==================== block 1
File: src/rtl/m6502_rdy_sched_if.sv
// Front-panel request and CPU bus bundle for the 6502 RDY scheduler.
// master drives requests/bus status, slave is the scheduler.
interface m6502_rdy_sched_if #(
  parameter int STEP_W = 8
);
  logic              RUN_REQ;
  logic              SC_REQ;
  logic              SI_REQ;
  logic              NS_REQ;
  logic [STEP_W-1:0] NS_COUNT;
  logic              SYNC;
  logic              W_N;
  logic              RDY;
  logic              HALTED;
  logic [1:0]        STATE;
  logic [STEP_W-1:0] STEPS_LEFT;

  modport master (
    output RUN_REQ, SC_REQ, SI_REQ, NS_REQ,
    output NS_COUNT, SYNC, W_N,
    input  RDY, HALTED, STATE, STEPS_LEFT
  );

  modport slave (
    input  RUN_REQ, SC_REQ, SI_REQ, NS_REQ,
    input  NS_COUNT, SYNC, W_N,
    output RDY, HALTED, STATE, STEPS_LEFT
  );
endinterface

File: src/rtl/m6502_rdy_sched.sv
// 6502 RDY scheduler: run/halt, single-cycle, single- and N-instruction
// stepping, halting only on opcode fetches or after one bus cycle.
module m6502_rdy_sched #(
  parameter int STEP_W = 8
) (
  input  logic               PHI2,
  input  logic               RESET_N,
  m6502_rdy_sched_if.slave   bus
);
  typedef enum logic [1:0] {
    ST_HALT  = 2'b00,
    ST_RUN   = 2'b01,
    ST_DRAIN = 2'b10,
    ST_CYCLE = 2'b11
  } st_t;

  localparam logic [STEP_W-1:0] ONE = 1;

  st_t               r_state;
  st_t               w_nxt;
  logic [STEP_W-1:0] r_cnt;
  logic [STEP_W-1:0] w_nxt_cnt;
  logic              r_halted;
  logic              r_sc_q;
  logic              r_si_q;
  logic              r_ns_q;
  logic              w_sc_e;
  logic              w_si_e;
  logic              w_ns_e;
  logic              w_ns_ok;
  logic              w_cnt_z;
  logic              w_rdy;

  assign w_sc_e  = bus.SC_REQ & ~r_sc_q;
  assign w_si_e  = bus.SI_REQ & ~r_si_q;
  assign w_ns_e  = bus.NS_REQ & ~r_ns_q;
  assign w_ns_ok = w_ns_e & (bus.NS_COUNT != '0);
  assign w_cnt_z = (r_cnt == '0);

  always_comb begin
    w_nxt     = r_state;
    w_nxt_cnt = r_cnt;
    if (bus.RUN_REQ) begin
      w_nxt     = ST_RUN;
      w_nxt_cnt = '0;
    end else begin
      unique case (r_state)
        ST_RUN: begin
          w_nxt     = ST_DRAIN;
          w_nxt_cnt = '0;
        end
        ST_CYCLE: w_nxt = ST_HALT;
        ST_HALT: begin
          if (w_ns_ok) begin
            w_nxt     = ST_DRAIN;
            w_nxt_cnt = bus.NS_COUNT;
          end else if (w_si_e) begin
            w_nxt     = ST_DRAIN;
            w_nxt_cnt = ONE;
          end else if (w_sc_e) begin
            w_nxt     = ST_CYCLE;
          end
        end
        ST_DRAIN: begin
          // each fetch let through retires one step; zero holds the fetch
          if (bus.SYNC) begin
            if (w_cnt_z) w_nxt     = ST_HALT;
            else         w_nxt_cnt = r_cnt - ONE;
          end
        end
      endcase
    end
  end

  always_ff @(negedge PHI2) begin
    if (!RESET_N) begin
      r_state  <= ST_DRAIN;
      r_cnt    <= '0;
      r_halted <= 1'b0;
      r_sc_q   <= 1'b1;
      r_si_q   <= 1'b1;
      r_ns_q   <= 1'b1;
    end else begin
      r_state  <= w_nxt;
      r_cnt    <= w_nxt_cnt;
      r_halted <= (w_nxt == ST_HALT);
      r_sc_q   <= bus.SC_REQ;
      r_si_q   <= bus.SI_REQ;
      r_ns_q   <= bus.NS_REQ;
    end
  end

  // writes are never stalled; a halted read is held until released
  always_comb begin
    w_rdy = 1'b1;
    if (RESET_N) begin
      case (r_state)
        ST_HALT:  w_rdy = ~bus.W_N;
        ST_DRAIN: w_rdy = ~w_cnt_z | ~bus.SYNC | ~bus.W_N;
        default:  w_rdy = 1'b1;
      endcase
    end
  end

  assign bus.RDY        = w_rdy;
  assign bus.HALTED     = r_halted;
  assign bus.STATE      = r_state;
  assign bus.STEPS_LEFT = r_cnt;
endmodule

File: src/flat_wrapper.sv
// flat-port wrapper written by rule: the top's interface ports become plain ports
module m6502_rdy_sched_flat 
#(
  parameter int STEP_W = 8
)
  (PHI2, RESET_N, bus_RUN_REQ, bus_SC_REQ, bus_SI_REQ, bus_NS_REQ, bus_NS_COUNT, bus_SYNC, bus_W_N, bus_RDY, bus_HALTED, bus_STATE, bus_STEPS_LEFT);
  m6502_rdy_sched_if #(.STEP_W(STEP_W)) bus_i ();
  input  logic PHI2;
  input  logic RESET_N;
  input wire logic [$bits(bus_i.RUN_REQ)-1:0] bus_RUN_REQ;
  input wire logic [$bits(bus_i.SC_REQ)-1:0] bus_SC_REQ;
  input wire logic [$bits(bus_i.SI_REQ)-1:0] bus_SI_REQ;
  input wire logic [$bits(bus_i.NS_REQ)-1:0] bus_NS_REQ;
  input wire logic [$bits(bus_i.NS_COUNT)-1:0] bus_NS_COUNT;
  input wire logic [$bits(bus_i.SYNC)-1:0] bus_SYNC;
  input wire logic [$bits(bus_i.W_N)-1:0] bus_W_N;
  output wire logic [$bits(bus_i.RDY)-1:0] bus_RDY;
  output wire logic [$bits(bus_i.HALTED)-1:0] bus_HALTED;
  output wire logic [$bits(bus_i.STATE)-1:0] bus_STATE;
  output wire logic [$bits(bus_i.STEPS_LEFT)-1:0] bus_STEPS_LEFT;
  assign bus_i.RUN_REQ = bus_RUN_REQ;
  assign bus_i.SC_REQ = bus_SC_REQ;
  assign bus_i.SI_REQ = bus_SI_REQ;
  assign bus_i.NS_REQ = bus_NS_REQ;
  assign bus_i.NS_COUNT = bus_NS_COUNT;
  assign bus_i.SYNC = bus_SYNC;
  assign bus_i.W_N = bus_W_N;
  assign bus_RDY = bus_i.RDY;
  assign bus_HALTED = bus_i.HALTED;
  assign bus_STATE = bus_i.STATE;
  assign bus_STEPS_LEFT = bus_i.STEPS_LEFT;
  m6502_rdy_sched #(.STEP_W(STEP_W)) u_core (.PHI2(PHI2), .RESET_N(RESET_N), .bus(bus_i));
endmodule
File: config.mk
export PLATFORM = sky130hd
export DESIGN_NAME = m6502_rdy_sched_flat
export DESIGN_NICKNAME = d
export VERILOG_FILES = /design/src/rtl/m6502_rdy_sched_if.sv /design/src/rtl/m6502_rdy_sched.sv /design/src/flat_wrapper.sv
export SDC_FILE = /design/constraint.sdc
export NUM_CORES = 1
export LEC_CHECK = 0
export CORE_UTILIZATION = 25
export CTS_BUF_LIST = sky130_fd_sc_hd__clkbuf_4 sky130_fd_sc_hd__clkbuf_8
export DETAILED_ROUTE_END_ITERATION = 7
export MAX_ROUTING_LAYER = met4
export PLACE_DENSITY = 0.47
export SETUP_SLACK_MARGIN = 0.4
export SLEW_MARGIN = 15
export SYNTH_ARGS = -nofsm -noshare
export SYNTH_HDL_FRONTEND = slang
export SYNTH_SLANG_ARGS = --single-unit
File: constraint.sdc
create_clock -name PHI2 -period 2.1 [get_ports PHI2]
set_input_delay 0.315 -clock PHI2 [delete_from_list [all_inputs] [get_ports PHI2]]
set_output_delay 0.315 -clock PHI2 [all_outputs]
set_load 0.02 [all_outputs]
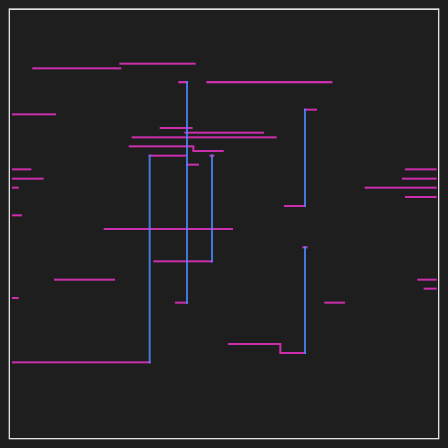
(block_1/wires.png)
Two of the layers only.
legend:
  metal 4:
    color: blue
    wire_length: 109 um
  metal 3:
    color: magenta
    wire_length: 224 um
via count: 1,242
Post-Route WL: 3.66 mm
WL per Instance: 14.7 um
global-route usage over all layers: 19.6%

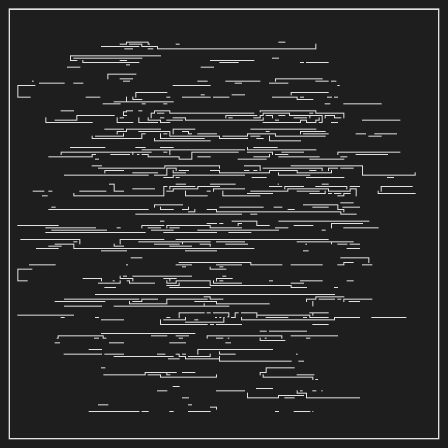
(block_1/layer_met1.png)
nets with wire on the layer: 197
longest straight run: 35.4 um
GRT met1 Usage: 23.6%

==> out/metrics.cfg <==
[outcome]
violations = negative setup slack
status = complete, but fails checks

[route]
drc = 0
met1_length_mm = 1.68

[finish]
combGateArea_sq_um = 727
final_cell_mix = buf_4, buf_6, inv_1
fillers = 326

[timing]
final-max-slew-violation-count = 0
setup_ws_ps = -788
setup_viol = 23

[grt]
grt_use_met2_pct = 28.2

[clock_tree]
cts_buffers = 3
post_cts_buffers = 13
cts_tree = done

[die]
io-pin-count = 28

[hold_path]
hp-class = reg -> reg

[synth]
synthDistinctLibCells = 42
syn-cell-area_sq_um = 942
yosysCellCount = 107
ys_seq_share_pct = 29.7

[setup_path]
start_kind = flop

==> path summary, 6_finish.rpt <==
path                            startpoint                       end  slack (ps)  cells after the start
setup / recovery  u_core.bus.STEPS_LEFT[3]                   bus_RDY        -790                      5
hold / removal               u_core.r_sc_q       u_core.bus.STATE[0]         700                      3
setup reg to reg  u_core.bus.STEPS_LEFT[4]  u_core.bus.STEPS_LEFT[5]        -110                     11
hold reg to reg              u_core.r_sc_q       u_core.bus.STATE[0]         700                      3
==> power by group <==
group          total, mW  internal, mW  switching, mW
clock              0.354         0.166          0.188
combinational      0.439         0.237          0.202
sequential         0.297         0.282         0.0149

==================== block 2
[src/rtl/varredura_pkg.sv]
// Shared types and constants for the two-digit multiplexed 7-segment scanner.
package varredura_pkg;

    typedef enum logic [1:0] {
        S_UNI  = 2'd0,
        S_GAP0 = 2'd1,
        S_DEZ  = 2'd2,
        S_GAP1 = 2'd3
    } estado_t;

    localparam logic [6:0] SEG_APAGADO = 7'b1111111;
    localparam logic [6:0] SEG_TRACO   = 7'b0111111;

    // Active-low {g,f,e,d,c,b,a}; entry 0 is the rightmost element.
    localparam logic [15:0][6:0] SEG_TABELA = {
        SEG_TRACO, SEG_TRACO, SEG_TRACO,
        SEG_TRACO, SEG_TRACO, SEG_TRACO,
        7'b0010000,   // 9
        7'b0000000,   // 8
        7'b1111000,   // 7
        7'b0000010,   // 6
        7'b0010010,   // 5
        7'b0011001,   // 4
        7'b0110000,   // 3
        7'b0100100,   // 2
        7'b1111001,   // 1
        7'b1000000    // 0
    };

endpackage

[src/rtl/decod_7seg.sv]
// BCD to active-low 7-segment decoder; codes 10..15 show a dash.
module decod_7seg
    import varredura_pkg::*;
(
    input  logic [3:0] bcd,
    output logic [6:0] seg
);

    assign seg = SEG_TABELA[bcd];

endmodule

[src/rtl/varredura_display.sv]
// Two-digit multiplexed display scanner with blanking gaps between digits.
// Optional macro APAGAR_ZERO_EN blanks the tens digit when it is zero.
module varredura_display
    import varredura_pkg::*;
#(
    parameter int unsigned DIV_REFRESH = 50000
) (
    input  logic       clk,
    input  logic       reset,
    input  logic       carregar,
    input  logic [3:0] unidades,
    input  logic [3:0] dezenas,
    output logic [6:0] seg,
    output logic [1:0] anodo,
    output logic       pronto
);

    localparam int unsigned CW = (DIV_REFRESH > 1) ? $clog2(DIV_REFRESH) : 1;
    localparam logic [CW-1:0] CNT_MAX = CW'(DIV_REFRESH - 1);

    estado_t       estado_q, estado_d;
    logic [CW-1:0] cnt_q, cnt_d;
    logic [3:0]    uni_q, dez_q;
    logic [3:0]    digito;
    logic [6:0]    seg_dec;

    always_ff @(posedge clk) begin
        if (reset) begin
            estado_q <= S_UNI;
            cnt_q    <= '0;
            uni_q    <= '0;
            dez_q    <= '0;
        end else begin
            estado_q <= estado_d;
            cnt_q    <= cnt_d;
            if (carregar) begin
                uni_q <= unidades;
                dez_q <= dezenas;
            end
        end
    end

    // Counter restarts whenever the state changes; gaps always leave after one cycle.
    always_comb begin
        estado_d = estado_q;
        unique case (estado_q)
            S_UNI:  if (cnt_q == CNT_MAX) estado_d = S_GAP0;
            S_GAP0: estado_d = S_DEZ;
            S_DEZ:  if (cnt_q == CNT_MAX) estado_d = S_GAP1;
            S_GAP1: estado_d = S_UNI;
            default: estado_d = S_UNI;
        endcase
        cnt_d = (estado_d != estado_q) ? '0 : cnt_q + 1'b1;
    end

    assign digito = (estado_q == S_DEZ) ? dez_q : uni_q;

    decod_7seg u_decod (
        .bcd (digito),
        .seg (seg_dec)
    );

    always_comb begin
        anodo  = 2'b11;
        seg    = SEG_APAGADO;
        pronto = 1'b0;
        unique case (estado_q)
            S_UNI: begin
                anodo = 2'b10;
                seg   = seg_dec;
            end
            S_DEZ: begin
`ifdef APAGAR_ZERO_EN
                if (dez_q != 4'd0) begin
                    anodo = 2'b01;
                    seg   = seg_dec;
                end
`else
                anodo = 2'b01;
                seg   = seg_dec;
`endif
            end
            S_GAP1: pronto = 1'b1;
            default: ;
        endcase
    end

endmodule

[config.mk]
export PLATFORM = sky130hd
export DESIGN_NAME = varredura_display
export DESIGN_NICKNAME = d
export VERILOG_FILES = /design/src/rtl/varredura_pkg.sv /design/src/rtl/decod_7seg.sv /design/src/rtl/varredura_display.sv
export SDC_FILE = /design/constraint.sdc
export NUM_CORES = 1
export LEC_CHECK = 0
export CORE_ASPECT_RATIO = 0.8
export CORE_MARGIN = 2
export CORE_UTILIZATION = 50
export CTS_CLUSTER_SIZE = 16
export DETAILED_ROUTE_END_ITERATION = 7
export GPL_ROUTABILITY_DRIVEN = 0
export GPL_TIMING_DRIVEN = 0
export PLACE_DENSITY = 0.74
export SLEW_MARGIN = 20
export SYNTH_ARGS = -nofsm -noshare
export SYNTH_HDL_FRONTEND = slang
export SYNTH_SLANG_ARGS = --single-unit
[constraint.sdc]
create_clock -name clk -period 2.9 [get_ports clk]
set_input_delay 0.58 -clock clk [delete_from_list [all_inputs] [get_ports clk]]
set_output_delay 0.58 -clock clk [all_outputs]
set_load 0.02 [all_outputs]
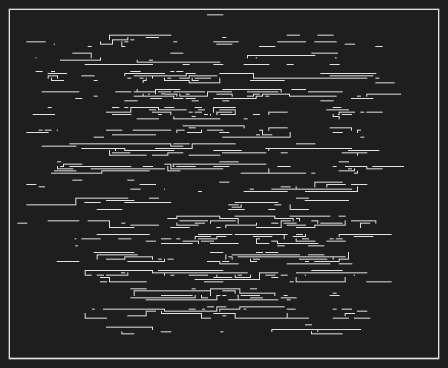
(block_2/layer_met1.png)
share of all routed wire: 47%
longest straight run: 17.0 um
wire length on this layer: 1,340 um
nets with wire on the layer: 182

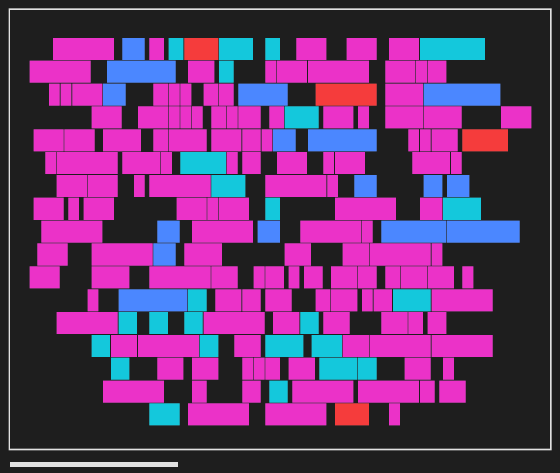
(block_2/sizes.png)
Scale bar: 20 um.
legend:
  _0 and _1 cells:
    color: magenta
    cells: 137
    share: 75%
  _3 and _4 cells:
    color: blue
    cells: 16
    share: 8.8%
  _6 and larger:
    color: red
    cells: 4
    share: 2.2%
  _2 cells:
    color: cyan
    cells: 25
    share: 14%

==> out/metrics.cfg <==
[setup_path]
setup.worst_path.start = estado_q[0]
worstPathBufferInverterCount = 4
crit_type = reg -> out
crit_family = multiplexers
start_kind = flop

[timing]
hold_viol = 0
fmax_ghz = 0.359
min_period_ps = 2790
rsz0062_at_grt = true

[grt]
grt_pass1_vias = 1099
use_met3_pct = 5.16

[finish]
final_cells = 220
fin_util_pct = 66.3
layout_top_cell = dfxtp_1

[place]
dpl_worst_slack_ps = -364
dp_hpwl_mm = 2.06

[outcome]
status = finished, final reports clean

[power]
switchingPower_uw = 170
p_sw_share_pct = 26.7
p_int_uw = 468

[hold_path]
hold-path-cell-count = 2

[synth]
ys_seq_share_pct = 35.8
top_area_cell = dfxtp_1
yosys_warnings = 0

[clock_tree]
postCtsHoldBufs = 0
clock_latency_ps = 320

[route]
wl_per_cell_um = 13.0

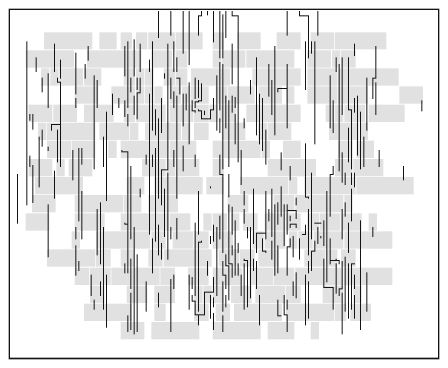
(block_2/layer_met2.png)
Cells faint in the background.
share of all routed wire: 49%
wire length on this layer: 1,400 um
Post-Route WL: 2.85 mm
via count: 1,176
met2 Use GR: 32.3%

## timing repair
item / in CTS / in global routing
pin swaps: 0 / 3
endpoints found under the setup margin: 7 / 7
setup buffers: 2 / 4
resized: 30 / 19
## registers in the layout, summed over array words and instances, names as in the netlist
signal / cells
estado_q: 2
cnt_q: 16
dez_q: 4
uni_q: 4
## final cells by class
class                   instances  area, sq um  area share, %
plain buffers                   4         33.8           1.84
well taps                      38         47.5           2.59
flip-flops and latches         26          526           28.6
inverters                       8         32.5           1.77
multi-input cells             116          943           51.4
clock buffers                   3         22.5           1.23
repair buffers                 25          229           12.5

==================== block 3
`src/rtl/data_mem_controller.sv`:
```
// Data memory controller: alignment check, word-bus valid/ready
// transaction, lane shifting, core stall and access fault reporting.
module data_mem_controller #(
  parameter int TIMEOUT = 16
) (
  input  logic        clk,
  input  logic        rst,
  input  logic        load_enable,
  input  logic        store_enable,
  input  logic [2:0]  func3,
  input  logic [31:0] address,
  input  logic [31:0] mem_store_data,
  output logic [31:0] load_data,
  output logic        stall,
  output logic        access_fault,
  output logic        bus_req,
  output logic        bus_we,
  output logic [31:0] bus_addr,
  output logic [3:0]  bus_be,
  output logic [31:0] bus_wdata,
  input  logic        bus_ready,
  input  logic [31:0] bus_rdata
);

  typedef enum logic [1:0] {
    IDLE,
    REQ,
    DONE
  } state_t;

  localparam int CW = (TIMEOUT > 0) ? $clog2(TIMEOUT + 1) : 1;
  localparam logic [CW-1:0] LAST = CW'((TIMEOUT > 0) ? TIMEOUT - 1 : 0);

  state_t        state;
  logic [CW-1:0] cnt;
  logic [1:0]    off;
  logic          fault_q;

  logic          req;
  logic [1:0]    size;
  logic          illegal;
  logic          misaligned;
  logic          legal;
  logic [3:0]    be_c;
  logic [31:0]   wdata_c;

  assign req  = load_enable | store_enable;
  assign size = func3[1:0];

  assign illegal = (load_enable & store_enable)
                 | (size == 2'b11)
                 | (store_enable & func3[2]);

  assign misaligned = ((size == 2'b01) & address[0])
                    | ((size == 2'b10) & (address[1:0] != 2'b00));

  assign legal = ~illegal & ~misaligned;

  always_comb begin
    be_c = 4'b0000;
    case (size)
      2'b00:   be_c = 4'b0001 << address[1:0];
      2'b01:   be_c = 4'b0011 << address[1:0];
      2'b10:   be_c = 4'b1111;
      default: be_c = 4'b0000;
    endcase
  end

  assign wdata_c = mem_store_data << {address[1:0], 3'b000};

  // IDLE terms come straight from the request inputs so the core
  // stalls or faults in the same cycle it presents the access.
  assign stall = ((state == IDLE) & req & legal) | (state == REQ);
  assign access_fault = fault_q | ((state == IDLE) & req & ~legal);

  always_ff @(posedge clk) begin
    if (rst) begin
      state     <= IDLE;
      cnt       <= '0;
      off       <= 2'b00;
      fault_q   <= 1'b0;
      bus_req   <= 1'b0;
      bus_we    <= 1'b0;
      bus_addr  <= '0;
      bus_be    <= '0;
      bus_wdata <= '0;
      load_data <= '0;
    end else begin
      case (state)
        IDLE: begin
          fault_q <= 1'b0;
          if (req && legal) begin
            state     <= REQ;
            cnt       <= '0;
            bus_req   <= 1'b1;
            bus_we    <= store_enable;
            bus_addr  <= {address[31:2], 2'b00};
            bus_be    <= be_c;
            bus_wdata <= wdata_c;
            off       <= address[1:0];
          end
        end
        REQ: begin
          if (bus_ready) begin
            bus_req <= 1'b0;
            state   <= DONE;
            if (!bus_we) begin
              load_data <= bus_rdata >> {off, 3'b000};
            end
          end else begin
            cnt <= cnt + 1'b1;
            if (TIMEOUT != 0 && cnt == LAST) begin
              bus_req   <= 1'b0;
              fault_q   <= 1'b1;
              load_data <= '0;
              state     <= DONE;
            end
          end
        end
        DONE: begin
          fault_q <= 1'b0;
          state   <= IDLE;
        end
        default: begin
          state <= IDLE;
        end
      endcase
    end
  end

endmodule

```
`config.mk`:
```
export PLATFORM = sky130hd
export DESIGN_NAME = data_mem_controller
export DESIGN_NICKNAME = d
export VERILOG_FILES = /design/src/rtl/data_mem_controller.sv
export SDC_FILE = /design/constraint.sdc
export NUM_CORES = 1
export LEC_CHECK = 0
export CAP_MARGIN = 5
export CORE_MARGIN = 5
export CORE_UTILIZATION = 47
export DETAILED_ROUTE_END_ITERATION = 16
export HOLD_SLACK_MARGIN = 0.1
export PLACE_DENSITY = 0.86
export RECOVER_POWER = 25
export SLEW_MARGIN = 20
export SYNTH_ARGS = -nofsm -noshare
export SYNTH_HDL_FRONTEND = slang
export SYNTH_SLANG_ARGS = --single-unit
```
`constraint.sdc`:
```
create_clock -name clk -period 4.1 [get_ports clk]
set_input_delay 0.615 -clock clk [delete_from_list [all_inputs] [get_ports clk]]
set_output_delay 0.615 -clock clk [all_outputs]
set_load 0.05 [all_outputs]
```
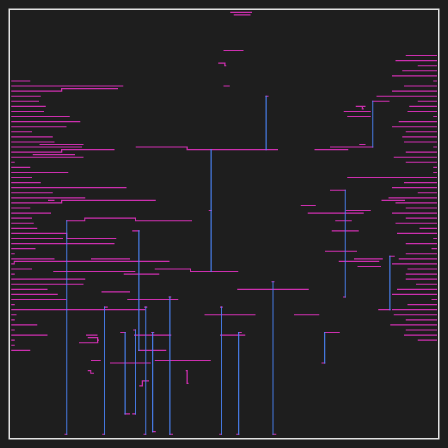
(block_3/wires.png)
Two of the layers only.
legend:
  metal 3:
    color: magenta
    wire_length: 1,600 um
  metal 4:
    color: blue
    wire_length: 477 um
global-route usage over all layers: 25.5%
Post-Route WL: 17.0 mm

==> out/metrics.cfg <==
[synth]
aoi_share_pct = 24.6
top_area_cell = dfxtp_1
ys_seq_share_pct = 42.9

[finish]
fin_area_sq_mm = 0.00742
buffer_area_share_pct = 29.0

[timing]
fmax_ghz = 0.315
worst-slew-pin-transition_ps = 2090
final-max-slew-violation-count = 102

[route]
dr_wl_met2_mm = 8.31

[power]
p_int_mw = 1.71
p_seq_mw = 1.13

[clock_tree]
clock_latency_ps = 360
clkSlewWorstSetupHoldPaths_ps = 100
cts_buffers = 9
cts_root_buf = clkbuf_8
postCtsResizedCells = 0

[setup_path]
setup.worst_path.start = rst
cp-end-kind = flop
crit_end = bus_be[2]

[flow_run]
maxCapViolCount = 1

[outcome]
status = complete, but fails checks
violations = max-capacitance violations, max-slew violations

[grt]
use_met3_pct = 7.98

[place]
gp_congestion = 0.898
post_dp_cell_area_sq_mm = 0.00720

[die]
fp_util_pct = 47.6

-- cell usage in the layout (no fill, tap or decap), types with 3 or more instances in the layout --
cell and count:
or4_1 8, clkbuf_8 10, o2111ai_1 10, nand2_1 47
mux2i_1 32, dlygate4sd3_1 37, clkdlybuf4s50_1 165, nand2b_1 5
buf_4 11, nor2_1 33, dfxtp_1 110, a32oi_1 8
nor3_1 7, a211o_1 8, o2bb2ai_1 8, mux2_2 9
nor2b_1 11, a211oi_1 9, nand3_1 40, nand4_1 9
inv_1 3, or3_1 8, a21oi_1 90, a22oi_1 8
o21ai_1 58

==================== block 4
## config.mk

```make
export PLATFORM = sky130hd
export DESIGN_NAME = ram_loader_flat
export DESIGN_NICKNAME = d
export VERILOG_FILES = /design/src/rtl/ram_loader_if.sv /design/src/rtl/ram_loader.sv /design/src/flat_wrapper.sv
export SDC_FILE = /design/constraint.sdc
export NUM_CORES = 1
export LEC_CHECK = 0
export ABC_AREA = 1
export CAP_MARGIN = 20
export CORE_AREA = 5 5 125 97
export CTS_CLUSTER_SIZE = 12
export DETAILED_ROUTE_END_ITERATION = 7
export DIE_AREA = 0 0 130 102
export HOLD_SLACK_MARGIN = 0.15
export PLACE_DENSITY = 0.49
export SYNTH_ARGS = -nofsm -noshare
export SYNTH_HDL_FRONTEND = slang
export SYNTH_SLANG_ARGS = --single-unit
export TNS_END_PERCENT = 50
```

## constraint.sdc

```tcl
create_clock -name clk -period 2.2 [get_ports clk]
set_input_delay 0.44 -clock clk [delete_from_list [all_inputs] [get_ports clk]]
set_output_delay 0.44 -clock clk [all_outputs]
set_load 0.01 [all_outputs]
```

## src/rtl/ram_loader_if.sv

```systemverilog
// ram_loader_if: stream-in and RAM-port bundle for the program loader.
//   in_data/in_valid/in_last  byte stream from program-entry source
//   in_ready                  loader accepts in_data this cycle
//   ram_addr/ram_wdata/ram_we RAM port driven by the loader (registered)
//   ram_rdata                 RAM read data, one cycle after ram_addr
// modport master: the environment side (stream source + RAM storage).
// modport slave : the loader side.
interface ram_loader_if #(
   parameter int ADDR_W = 4,
   parameter int DATA_W = 8
);
   logic [DATA_W-1:0] in_data;
   logic              in_valid;
   logic              in_last;
   logic              in_ready;
   logic [ADDR_W-1:0] ram_addr;
   logic [DATA_W-1:0] ram_wdata;
   logic              ram_we;
   logic [DATA_W-1:0] ram_rdata;

   modport master (
      output in_data, in_valid, in_last, ram_rdata,
      input  in_ready, ram_addr, ram_wdata, ram_we
   );

   modport slave (
      input  in_data, in_valid, in_last, ram_rdata,
      output in_ready, ram_addr, ram_wdata, ram_we
   );
endinterface

```

## src/rtl/ram_loader.sv

```systemverilog
// ram_loader: owns the program RAM write port while a program is loaded.
// Accepts a byte stream, writes it to consecutive addresses from 0, reads
// the image back, and compares an additive checksum of what was written
// against what was read. cpu_hold keeps the CPU clock gated meanwhile.
// Ports:
//   clk, rst      clock; synchronous active-low reset
//   start         one-cycle load request (honoured in IDLE/DONE/ERR only)
//   abort         cancel anything, back to IDLE (highest priority)
//   bus           ram_loader_if.slave: stream in + RAM port
//   cpu_hold/busy high while loading or verifying
//   done/error    sticky verify result, cleared by start or abort
//   byte_count    bytes written in current/last load (0..2**ADDR_W)
module ram_loader #(
   parameter int ADDR_W = 4,
   parameter int DATA_W = 8
) (
   input  logic              clk,
   input  logic              rst,
   input  logic              start,
   input  logic              abort,
   ram_loader_if.slave       bus,
   output logic              cpu_hold,
   output logic              busy,
   output logic              done,
   output logic              error,
   output logic [ADDR_W:0]   byte_count
);

   typedef enum logic [2:0] {
      IDLE, ACCEPT, WRITE, VRD, VCHK, DONE, ERR
   } state_t;

   localparam logic [ADDR_W-1:0] ADDR_ONE = 1;
   localparam logic [ADDR_W-1:0] ADDR_MAX = '1;
   localparam logic [ADDR_W:0]   CNT_ONE  = 1;

   state_t            state, state_n;
   logic [ADDR_W-1:0] addr_ptr;
   logic [ADDR_W:0]   vcnt;        // VRD cycle index, 0..byte_count
   logic [DATA_W-1:0] wsum, rsum;
   logic              last_flag;
   logic [ADDR_W-1:0] ram_addr;
   logic [DATA_W-1:0] ram_wdata;
   logic              ram_we;
   logic              in_ready;
   logic              hs;

   assign bus.ram_addr  = ram_addr;
   assign bus.ram_wdata = ram_wdata;
   assign bus.ram_we    = ram_we;
   assign bus.in_ready  = in_ready;

   // ---------------------------------------------------------------
   // State register
   // ---------------------------------------------------------------
   always_ff @(posedge clk) begin
      if (!rst) state <= IDLE;
      else      state <= state_n;
   end

   // ---------------------------------------------------------------
   // Next state and state-decoded outputs
   // ---------------------------------------------------------------
   always_comb begin
      state_n  = state;
      in_ready = 1'b0;
      hs       = 1'b0;
      busy     = 1'b0;
      unique case (state)
         IDLE, DONE, ERR: begin
            if (start) state_n = ACCEPT;
         end
         ACCEPT: begin
            busy     = 1'b1;
            in_ready = 1'b1;
            if (bus.in_valid) begin
               hs      = 1'b1;
               state_n = WRITE;
            end
         end
         WRITE: begin
            busy    = 1'b1;
            state_n = last_flag ? VRD : ACCEPT;
         end
         VRD: begin
            busy = 1'b1;
            // byte_count issue cycles plus one to capture the last read
            if (vcnt == byte_count) state_n = VCHK;
         end
         VCHK: begin
            busy    = 1'b1;
            state_n = (rsum == wsum) ? DONE : ERR;
         end
         default: state_n = IDLE;
      endcase
      // abort wins over start and over a pending handshake; in_ready
      // drops in the same cycle so the source never sees a false accept
      if (abort) begin
         state_n  = IDLE;
         in_ready = 1'b0;
         hs       = 1'b0;
      end
      cpu_hold = busy;
   end

   // ---------------------------------------------------------------
   // Datapath: address pointer, RAM port, checksums, status
   // ---------------------------------------------------------------
   always_ff @(posedge clk) begin
      if (!rst) begin
         addr_ptr   <= '0;
         vcnt       <= '0;
         wsum       <= '0;
         rsum       <= '0;
         last_flag  <= 1'b0;
         ram_addr   <= '0;
         ram_wdata  <= '0;
         ram_we     <= 1'b0;
         done       <= 1'b0;
         error      <= 1'b0;
         byte_count <= '0;
      end else if (abort) begin
         // byte_count deliberately kept so the partial load is visible
         ram_we <= 1'b0;
         done   <= 1'b0;
         error  <= 1'b0;
      end else begin
         unique case (state)
            IDLE, DONE, ERR: begin
               if (start) begin
                  addr_ptr   <= '0;
                  byte_count <= '0;
                  wsum       <= '0;
                  rsum       <= '0;
                  done       <= 1'b0;
                  error      <= 1'b0;
               end
            end
            ACCEPT: begin
               if (hs) begin
                  ram_addr  <= addr_ptr;
                  ram_wdata <= bus.in_data;
                  ram_we    <= 1'b1;
                  wsum      <= wsum + bus.in_data;
                  // a full RAM ends the load even without in_last
                  last_flag <= bus.in_last | (addr_ptr == ADDR_MAX);
               end
            end
            WRITE: begin
               ram_we     <= 1'b0;
               byte_count <= byte_count + CNT_ONE;
               if (last_flag) begin
                  // first readback address must be on the bus in VRD cycle 0
                  addr_ptr <= '0;
                  vcnt     <= '0;
                  ram_addr <= '0;
               end else begin
                  addr_ptr <= addr_ptr + ADDR_ONE;
               end
            end
            VRD: begin
               vcnt <= vcnt + CNT_ONE;
               // rdata now reflects the address issued in the previous cycle
               if (vcnt != '0) rsum <= rsum + bus.ram_rdata;
               if ((vcnt + CNT_ONE) < byte_count) begin
                  ram_addr <= vcnt[ADDR_W-1:0] + ADDR_ONE;
                  addr_ptr <= vcnt[ADDR_W-1:0] + ADDR_ONE;
               end
            end
            VCHK: begin
               if (rsum == wsum) done  <= 1'b1;
               else              error <= 1'b1;
            end
            default: ;
         endcase
      end
   end

endmodule
```

## src/flat_wrapper.sv

```systemverilog
// flat-port wrapper written by rule: the top's interface ports become plain ports
module ram_loader_flat 
#(
   parameter int ADDR_W = 4,
   parameter int DATA_W = 8
)
  (clk, rst, start, abort, cpu_hold, busy, done, error, byte_count, bus_in_data, bus_in_valid, bus_in_last, bus_ram_rdata, bus_in_ready, bus_ram_addr, bus_ram_wdata, bus_ram_we);
  ram_loader_if #(.ADDR_W(ADDR_W), .DATA_W(DATA_W)) bus_i ();
  input  logic clk;
  input  logic rst;
  input  logic start;
  input  logic abort;
  output logic cpu_hold;
  output logic busy;
  output logic done;
  output logic error;
  output logic [ADDR_W:0] byte_count;
  input wire logic [$bits(bus_i.in_data)-1:0] bus_in_data;
  input wire logic [$bits(bus_i.in_valid)-1:0] bus_in_valid;
  input wire logic [$bits(bus_i.in_last)-1:0] bus_in_last;
  input wire logic [$bits(bus_i.ram_rdata)-1:0] bus_ram_rdata;
  output wire logic [$bits(bus_i.in_ready)-1:0] bus_in_ready;
  output wire logic [$bits(bus_i.ram_addr)-1:0] bus_ram_addr;
  output wire logic [$bits(bus_i.ram_wdata)-1:0] bus_ram_wdata;
  output wire logic [$bits(bus_i.ram_we)-1:0] bus_ram_we;
  assign bus_i.in_data = bus_in_data;
  assign bus_i.in_valid = bus_in_valid;
  assign bus_i.in_last = bus_in_last;
  assign bus_i.ram_rdata = bus_ram_rdata;
  assign bus_in_ready = bus_i.in_ready;
  assign bus_ram_addr = bus_i.ram_addr;
  assign bus_ram_wdata = bus_i.ram_wdata;
  assign bus_ram_we = bus_i.ram_we;
  ram_loader #(.ADDR_W(ADDR_W), .DATA_W(DATA_W)) u_core (.clk(clk), .rst(rst), .start(start), .abort(abort), .bus(bus_i), .cpu_hold(cpu_hold), .busy(busy), .done(done), .error(error), .byte_count(byte_count));
endmodule
```

==> out/metrics.cfg <==
[outcome]
status = finished, final reports clean

[die]
nWellTaps = 140
row_count = 33

[route]
post_drt_via_cell_ratio = 4.49
top_layer_used = met4
drtIter0Drc = 126
totalWireLength_mm = 8.32
met3WireLength_um = 408

[grt]
grt-busiest-layer = met2
use_met3_pct = 3.45

[power]
peakVddDrop_v = 0.000321
pwr-share-comb_pct = 14.5

[setup_path]
arrival_ps = 1630
cp_max_fo = 6
required_ps = 1760
r2r_end = u_core.bus.ram_addr[1]

[finish]
fin_area_sq_mm = 0.00411
layout_top_cell = nand2_1
final_cell_mix = nand2_1, inv_1, dfxtp_1
fin_util_pct = 38.3
buffer_area_share_pct = 13.9
final_cells = 676
comb_share_pct = 47.3

[synth]
ys_seq_share_pct = 31.2
area_leaders = dfxtp_1, nand2_1, ha_1
syn-cell-area_sq_mm = 0.00315
synth.avg_cell_area_sq_um = 6.63

[clock_tree]
clkSlewWorstSetupHoldPaths_ps = 70
postCtsHoldBufs = 0

[timing]
fmax_ghz = 0.484

==> critical path, cell delays in order, from the launching register on <==
cell and delay (ps):
dfxtp_1 350, inv_1 140, nand3_2 170, nand2_1 140, clkdlybuf4s50_1 540
==> kinds of logic (layout without fill, tap and decap cells) <==
kind of cell,count (synthesis),in the layout,share of synthesized area [%]
AND/OR/NAND/NOR,241,241,33.0
AND-OR/OR-AND,73,73,12.5
buffers and inverters,73,134,9.02
flip-flops,49,49,31.2
adder cells (fa/ha/maj),25,25,10.4
XOR/XNOR,14,14,3.90
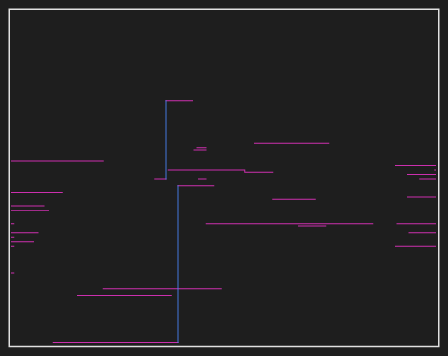
(block_4/wires.png)
Two of the layers only.
legend:
  metal 3:
    color: magenta
    wire_length: 408 um
  metal 4:
    color: blue
    wire_length: 71.4 um

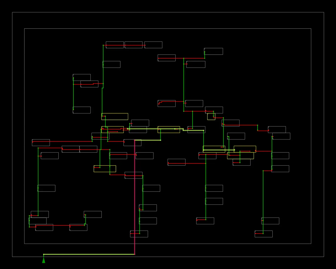
(block_4/clocks.png)
clock buffer count: 5
flop count: 49
clk_skew: 7.10 ps
CTS Buf Count: 5
Clock Latency Late Sink: 290 ps


==================== block 5
==> block_5/clocks.png <==
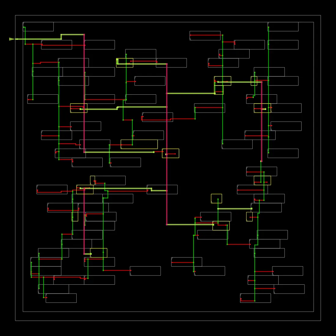
==> block_5/layer_met2.png <==
Cells faint in the background.
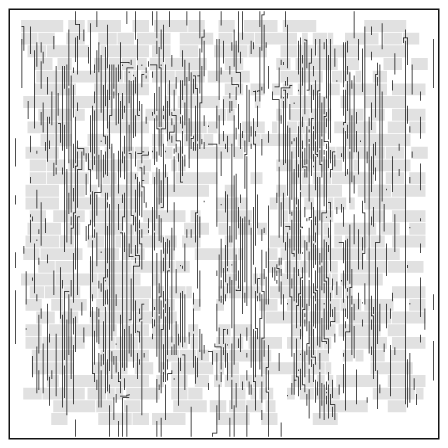
==> block_5/layer_met4.png <==
Scale bar: 20 um. Cells faint in the background.
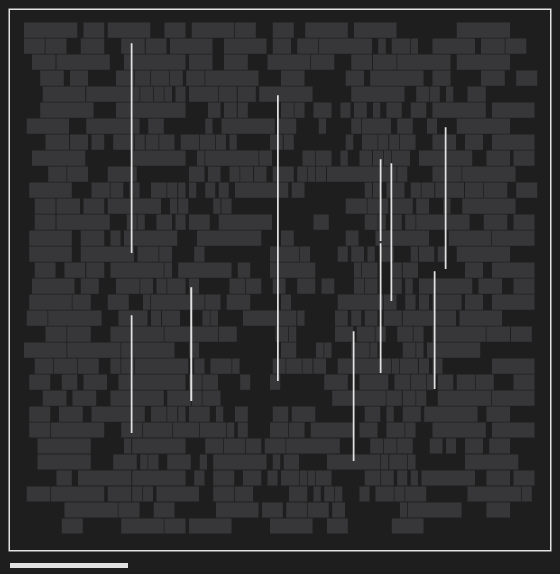
### src/rtl/irq_timer.sv
// irq_timer: memory-mapped countdown timer that raises a hardware interrupt.
// Registers: CTRL (addr 0), PRESET (addr 1) and a read-only COUNT (addr 2).
// One-shot mode holds a level interrupt until software writes CTRL or PRESET.
// Auto-reload mode emits a one-cycle pulse every PRESET+2 cycles.
module irq_timer #(
    parameter logic [31:0] PRESET_RST = 32'h0000_0000
) (
    input  logic        clk,
    input  logic        reset,
    input  logic [1:0]  addr,
    input  logic        we,
    input  logic [31:0] wdata,
    output logic [31:0] rdata,
    output logic        irq
);

    typedef enum logic [1:0] {
        S_IDLE = 2'b00,
        S_LOAD = 2'b01,
        S_CNT  = 2'b10,
        S_INT  = 2'b11
    } state_e;

    localparam logic [1:0] MODE_AUTO = 2'b01;

    state_e      state_q, state_d;
    logic        en_q, en_d;
    logic [1:0]  mode_q, mode_d;
    logic        im_q, im_d;
    logic [31:0] preset_q, preset_d;
    logic [31:0] count_q, count_d;
    logic        pend_q, pend_d;

    logic        wr_ctrl_s;
    logic        wr_preset_s;
    logic        hw_set_s;

    assign wr_ctrl_s   = we & (addr == 2'd0);
    assign wr_preset_s = we & (addr == 2'd1);

    // Masked interrupt: the pending flag only reaches HWInt when IM is set.
    assign irq = im_q & pend_q;

    // Combinational register read mux.
    always_comb begin
        rdata = 32'h0000_0000;
        case (addr)
            2'd0:    rdata = {28'h000_0000, im_q, mode_q, en_q};
            2'd1:    rdata = preset_q;
            2'd2:    rdata = count_q;
            default: rdata = 32'h0000_0000;
        endcase
    end

    // Next-state logic: FSM update first, then software writes layered on top.
    // Software CTRL writes override the one-shot EN clear; a hardware set of
    // the pending flag overrides a same-cycle software acknowledge.
    always_comb begin
        state_d  = state_q;
        en_d     = en_q;
        mode_d   = mode_q;
        im_d     = im_q;
        preset_d = preset_q;
        count_d  = count_q;
        pend_d   = pend_q;
        hw_set_s = 1'b0;

        case (state_q)
            S_IDLE: begin
                if (en_q) begin
                    state_d = S_LOAD;
                end else begin
                    state_d = S_IDLE;
                end
            end
            S_LOAD: begin
                count_d = preset_q;
                state_d = S_CNT;
            end
            S_CNT: begin
                if (!en_q) begin
                    state_d = S_IDLE;
                end else if (count_q > 32'd1) begin
                    count_d = count_q - 32'd1;
                end else begin
                    count_d  = 32'd0;
                    pend_d   = 1'b1;
                    hw_set_s = 1'b1;
                    state_d  = S_INT;
                end
            end
            S_INT: begin
                if (mode_q == MODE_AUTO) begin
                    pend_d  = 1'b0;
                    state_d = S_LOAD;
                end else begin
                    en_d    = 1'b0;
                    state_d = S_IDLE;
                end
            end
            default: begin
                state_d = S_IDLE;
            end
        endcase

        if (wr_ctrl_s) begin
            en_d   = wdata[0];
            mode_d = wdata[2:1];
            im_d   = wdata[3];
        end else begin
            en_d = en_d;
        end

        if (wr_preset_s) begin
            preset_d = wdata;
        end else begin
            preset_d = preset_d;
        end

        if ((wr_ctrl_s || wr_preset_s) && !hw_set_s) begin
            pend_d = 1'b0;
        end else begin
            pend_d = pend_d;
        end
    end

    // State and register flops with asynchronous active-low reset.
    always_ff @(posedge clk or negedge reset) begin
        if (!reset) begin
            state_q  <= S_IDLE;
            en_q     <= 1'b0;
            mode_q   <= 2'b00;
            im_q     <= 1'b0;
            preset_q <= PRESET_RST;
            count_q  <= 32'd0;
            pend_q   <= 1'b0;
        end else begin
            state_q  <= state_d;
            en_q     <= en_d;
            mode_q   <= mode_d;
            im_q     <= im_d;
            preset_q <= preset_d;
            count_q  <= count_d;
            pend_q   <= pend_d;
        end
    end

endmodule

### config.mk
export PLATFORM = sky130hd
export DESIGN_NAME = irq_timer
export DESIGN_NICKNAME = d
export VERILOG_FILES = /design/src/rtl/irq_timer.sv
export SDC_FILE = /design/constraint.sdc
export NUM_CORES = 1
export LEC_CHECK = 0
export CAP_MARGIN = 5
export CORE_MARGIN = 2
export CORE_UTILIZATION = 53
export CTS_CLUSTER_SIZE = 16
export DETAILED_ROUTE_END_ITERATION = 7
export PLACE_DENSITY_LB_ADDON = 0.08
export SYNTH_ARGS = -nofsm -noshare
export SYNTH_HDL_FRONTEND = slang
export SYNTH_SLANG_ARGS = --single-unit
### constraint.sdc
create_clock -name clk -period 3.1 [get_ports clk]
set_input_delay 0.62 -clock clk [delete_from_list [all_inputs] [get_ports clk]]
set_output_delay 0.62 -clock clk [all_outputs]
set_load 0.05 [all_outputs]
==> out/metrics.cfg <==
[finish]
nNetsFinal = 514
final_cell_mix = dfrtp_1, clkdlybuf4s50_1, mux2_2

[grt]
grt_pass1_wl_mm = 19.2
antenna_found_initial = 0
overflow = 0

[power]
power_mw = 4.69

[outcome]
status = finished, final reports clean

[place]
dpl_worst_slack_ps = 273
dp_hpwl_mm = 7.90

[timing]
setup_ws_ps = 254
fin_tns_setup_ps = 0

[synth]
topCombFamilyByArea = AND-OR/OR-AND gates
top_area_cell = dfrtp_1
enable_flop_cells = 0
xor_area_share_pct = 0
fp_nets = 448

[setup_path]
r2r_slack_ps = 330

[die]
io-pin-count = 70

[route]
met3WireLength_um = 763
met1_length_mm = 5.04
wl_per_cell_um = 19.8

## Picture notes: block_5/clocks.png
Clk power: 738 uW
flop count: 71

## Picture notes: block_5/layer_met2.png
nets with wire on the layer: 442
share of all routed wire: 48%
wire length on this layer: 5,500 um
met2 Use GR: 47.4%
via count: 3,718
Post-Route WL: 11.5 mm

## Picture notes: block_5/layer_met4.png
nets with wire on the layer: 7
main direction: vertical

## power by group
group	switching, mW	total, mW	internal [mW]
registers	0.452	1.70	1.25
clock network	0.370	0.738	0.369
logic	1.24	2.25	1.01
total	2.06	4.69	2.63
## layout make-up
type | count | area [sq um]
Sequential cell | 71 | 1780
Multi-Input combinational cell | 302 | 2150
Inverter | 7 | 26.3
Tap cell | 102 | 128
Clock buffer | 10 | 128
Fill cell | 599 | 2220
Timing Repair Buffer | 84 | 1120
Clock inverter | 6 | 61.3

==================== block 6
==> block_6/clocks.png <==
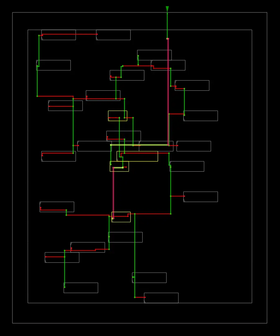
**src/rtl/sync_timing_gen.sv**
```systemverilog
// Parametrised sync timing generator: own period counter, 4-phase FSM,
// sync pulse, active flag, active-region position and end-of-period strobe.
module sync_timing_gen #(
  parameter int CW       = 10,
  parameter int SYNC_LEN = 96,
  parameter int BP_LEN   = 48,
  parameter int ACT_LEN  = 640,
  parameter int FP_LEN   = 16,
  parameter bit SYNC_POL = 1'b0
) (
  input  logic          CLK,
  input  logic          RST_N,
  input  logic          CE,
  output logic          SYNC,
  output logic [1:0]    ST,
  output logic          ACTIVE,
  output logic [CW-1:0] POS,
  output logic [CW-1:0] CNT,
  output logic          EOL
);

  localparam int TOTAL = SYNC_LEN + BP_LEN + ACT_LEN + FP_LEN;
  localparam int B1    = SYNC_LEN;
  localparam int B2    = B1 + BP_LEN;
  localparam int B3    = B2 + ACT_LEN;

  localparam logic [CW-1:0] LAST = CW'(TOTAL - 1);
  localparam logic [CW-1:0] B1_C = CW'(B1);
  localparam logic [CW-1:0] B2_C = CW'(B2);
  localparam logic [CW-1:0] B3_C = CW'(B3);

  localparam logic [1:0] S_SYNC = 2'd0;
  localparam logic [1:0] S_BP   = 2'd1;
  localparam logic [1:0] S_ACT  = 2'd2;
  localparam logic [1:0] S_FP   = 2'd3;

  generate
    if (TOTAL > (1 << CW) || SYNC_LEN < 1 || BP_LEN < 1 ||
        ACT_LEN < 1 || FP_LEN < 1) begin : g_bad_cfg
      $error("sync_timing_gen: bad phase lengths or CW too small");
    end
  endgenerate

  logic [CW-1:0] cnt_q, cnt_d, cnt_nxt;
  logic [CW-1:0] pos_q, pos_d;
  logic [1:0]    st_q, st_d;
  logic          sync_q, sync_d;
  logic          act_q, act_d;

  // Phase is decided from the next count so ST never lags CNT.
  always_comb begin
    cnt_nxt = (cnt_q == LAST) ? '0 : cnt_q + CW'(1);
    cnt_d   = cnt_q;
    st_d    = st_q;
    pos_d   = pos_q;
    if (CE) begin
      cnt_d = cnt_nxt;
      case (st_q)
        S_SYNC: if (cnt_nxt == B1_C) st_d = S_BP;
        S_BP:   if (cnt_nxt == B2_C) st_d = S_ACT;
        S_ACT:  if (cnt_nxt == B3_C) st_d = S_FP;
        S_FP:   if (cnt_nxt == '0)   st_d = S_SYNC;
        default: begin
          st_d  = S_SYNC;
          cnt_d = '0;
        end
      endcase
      pos_d = (st_q == S_ACT && st_d == S_ACT) ? pos_q + CW'(1) : '0;
    end
    sync_d = (st_d == S_SYNC) ? SYNC_POL : ~SYNC_POL;
    act_d  = (st_d == S_ACT);
  end

  always_ff @(posedge CLK or negedge RST_N) begin
    if (!RST_N) begin
      cnt_q  <= '0;
      st_q   <= S_SYNC;
      pos_q  <= '0;
      sync_q <= SYNC_POL;
      act_q  <= 1'b0;
    end else begin
      cnt_q  <= cnt_d;
      st_q   <= st_d;
      pos_q  <= pos_d;
      sync_q <= sync_d;
      act_q  <= act_d;
    end
  end

  assign CNT    = cnt_q;
  assign ST     = st_q;
  assign POS    = pos_q;
  assign SYNC   = sync_q;
  assign ACTIVE = act_q;
  assign EOL    = CE && (cnt_q == LAST);

endmodule

```
**config.mk**
```make
export PLATFORM = sky130hd
export DESIGN_NAME = sync_timing_gen
export DESIGN_NICKNAME = d
export VERILOG_FILES = /design/src/rtl/sync_timing_gen.sv
export SDC_FILE = /design/constraint.sdc
export NUM_CORES = 1
export LEC_CHECK = 0
export ABC_AREA = 1
export ABC_CLOCK_PERIOD_IN_PS = 2570
export CAP_MARGIN = 20
export CELL_PAD_IN_SITES_DETAIL_PLACEMENT = 0
export CELL_PAD_IN_SITES_GLOBAL_PLACEMENT = 2
export CORE_ASPECT_RATIO = 1.25
export CORE_MARGIN = 4
export CORE_UTILIZATION = 32
export CTS_CLUSTER_SIZE = 20
export DETAILED_ROUTE_END_ITERATION = 12
export GPL_TIMING_DRIVEN = 0
export PLACE_DENSITY = 0.95
export SLEW_MARGIN = 0
export SYNTH_ARGS = -nofsm -noshare
export SYNTH_HDL_FRONTEND = slang
export SYNTH_SLANG_ARGS = --single-unit
```
**constraint.sdc**
```tcl
create_clock -name CLK -period 2.57 [get_ports CLK]
set_input_delay 0.257 -clock CLK [delete_from_list [all_inputs] [get_ports CLK]]
set_output_delay 0.257 -clock CLK [all_outputs]
set_load 0.02 [all_outputs]
```
==> out/metrics.cfg <==
[finish]
clock_buffers = 3
final-clk-cell-share_pct = 3.75
insertedDiodeCount = 0
layout_top_cell = nand2_1
final_cells = 277
final_cell_mix = nand2_1, clkdlybuf4s50_1, inv_1

[setup_path]
r2r_slack_ps = 590
rr_worst_depth = 14
cpMostUsedCell = clkdlybuf4s50_1
path_cells = clkdlybuf4s50_1 > inv_1 > clkbuf_1 > clkbuf_2 > nor2_1 > clkdlybuf4s50_1

[power]
p_per_area_mw_per_mm2 = 690
p_int_uw = 829
power_mw = 1.31

[synth]
ys_sh_adder_pct = 1.71
aoi_share_pct = 5.74
yosys_warnings = 0
synth.avg_cell_area_sq_um = 7.81
area_leaders = dfrtp_1, nand2_1, inv_1

[flow_run]
openroad.warnings = 26
maxCapViolCount = 0

[grt]
antenna_found_initial = 0
grt_max_degree = 15

[route]
drtIter0Drc = 50

[clock_tree]
clock_sinks = 24

[timing]
fin_crit_sh_pct = 92.5
setup_viol = 0

[die]
io-pin-count = 28

[outcome]
status = finished, final reports clean

[hold_path]
hp-class = in -> async

Notes on block_6/clocks.png above:
flop count: 24
Clk power: 345 uW
Clock Latency Late Sink: 270 ps
clk_skew: 5.20 ps

layer usage:
layer | GRT usage (%) | routed length, um | part of all wire, % | vias up
li1 | - | - | - | 651
met2 | 20.3 | 1580 | 49 | 29
met5 | 0 | 0 | 0 | -
met1 | 17.5 | 1480 | 46 | 562
met3 | 1.89 | 106 | 3.3 | 4
met4 | 4.88 | 42 | 1.3 | 0
path summary, 6_finish.rpt:
path | end | from
setup / recovery | EOL | CE
hold / removal | POS[7] | RST_N
setup reg to reg | POS[4] | CNT[0]
hold reg to reg | POS[0] | POS[0]
max in group asynchronous | CNT[8] | RST_N
min in group CLK | POS[0] | POS[0]


==> layout pictures side by side <==
M2 wires.
Cells faint in the background.
shot_01.png
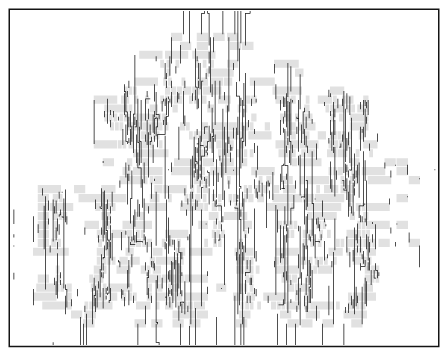
shot_02.png
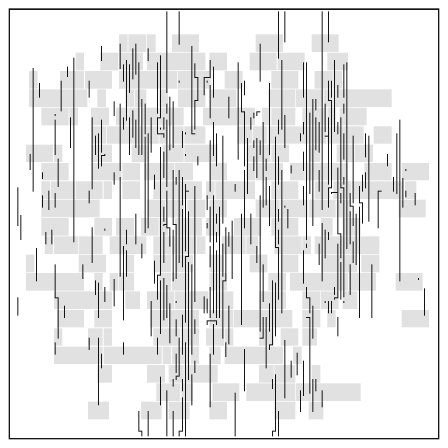
shot_03.png
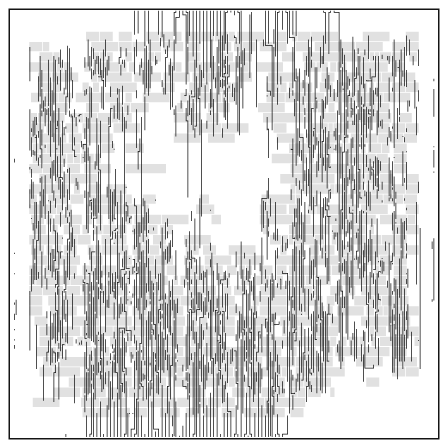
shot_04.png
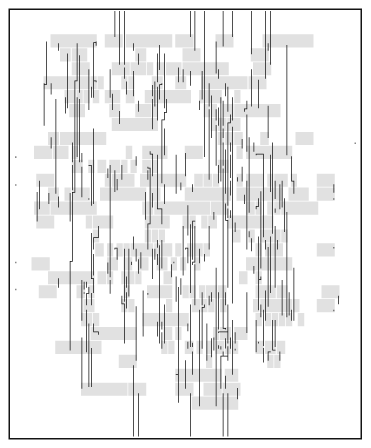
shot_01.png is block 4.
shot_02.png is block 1.
shot_04.png is block 6.
shot_03.png is block 3.

No activity file was given, so power comes from the tool's default toggle rates.
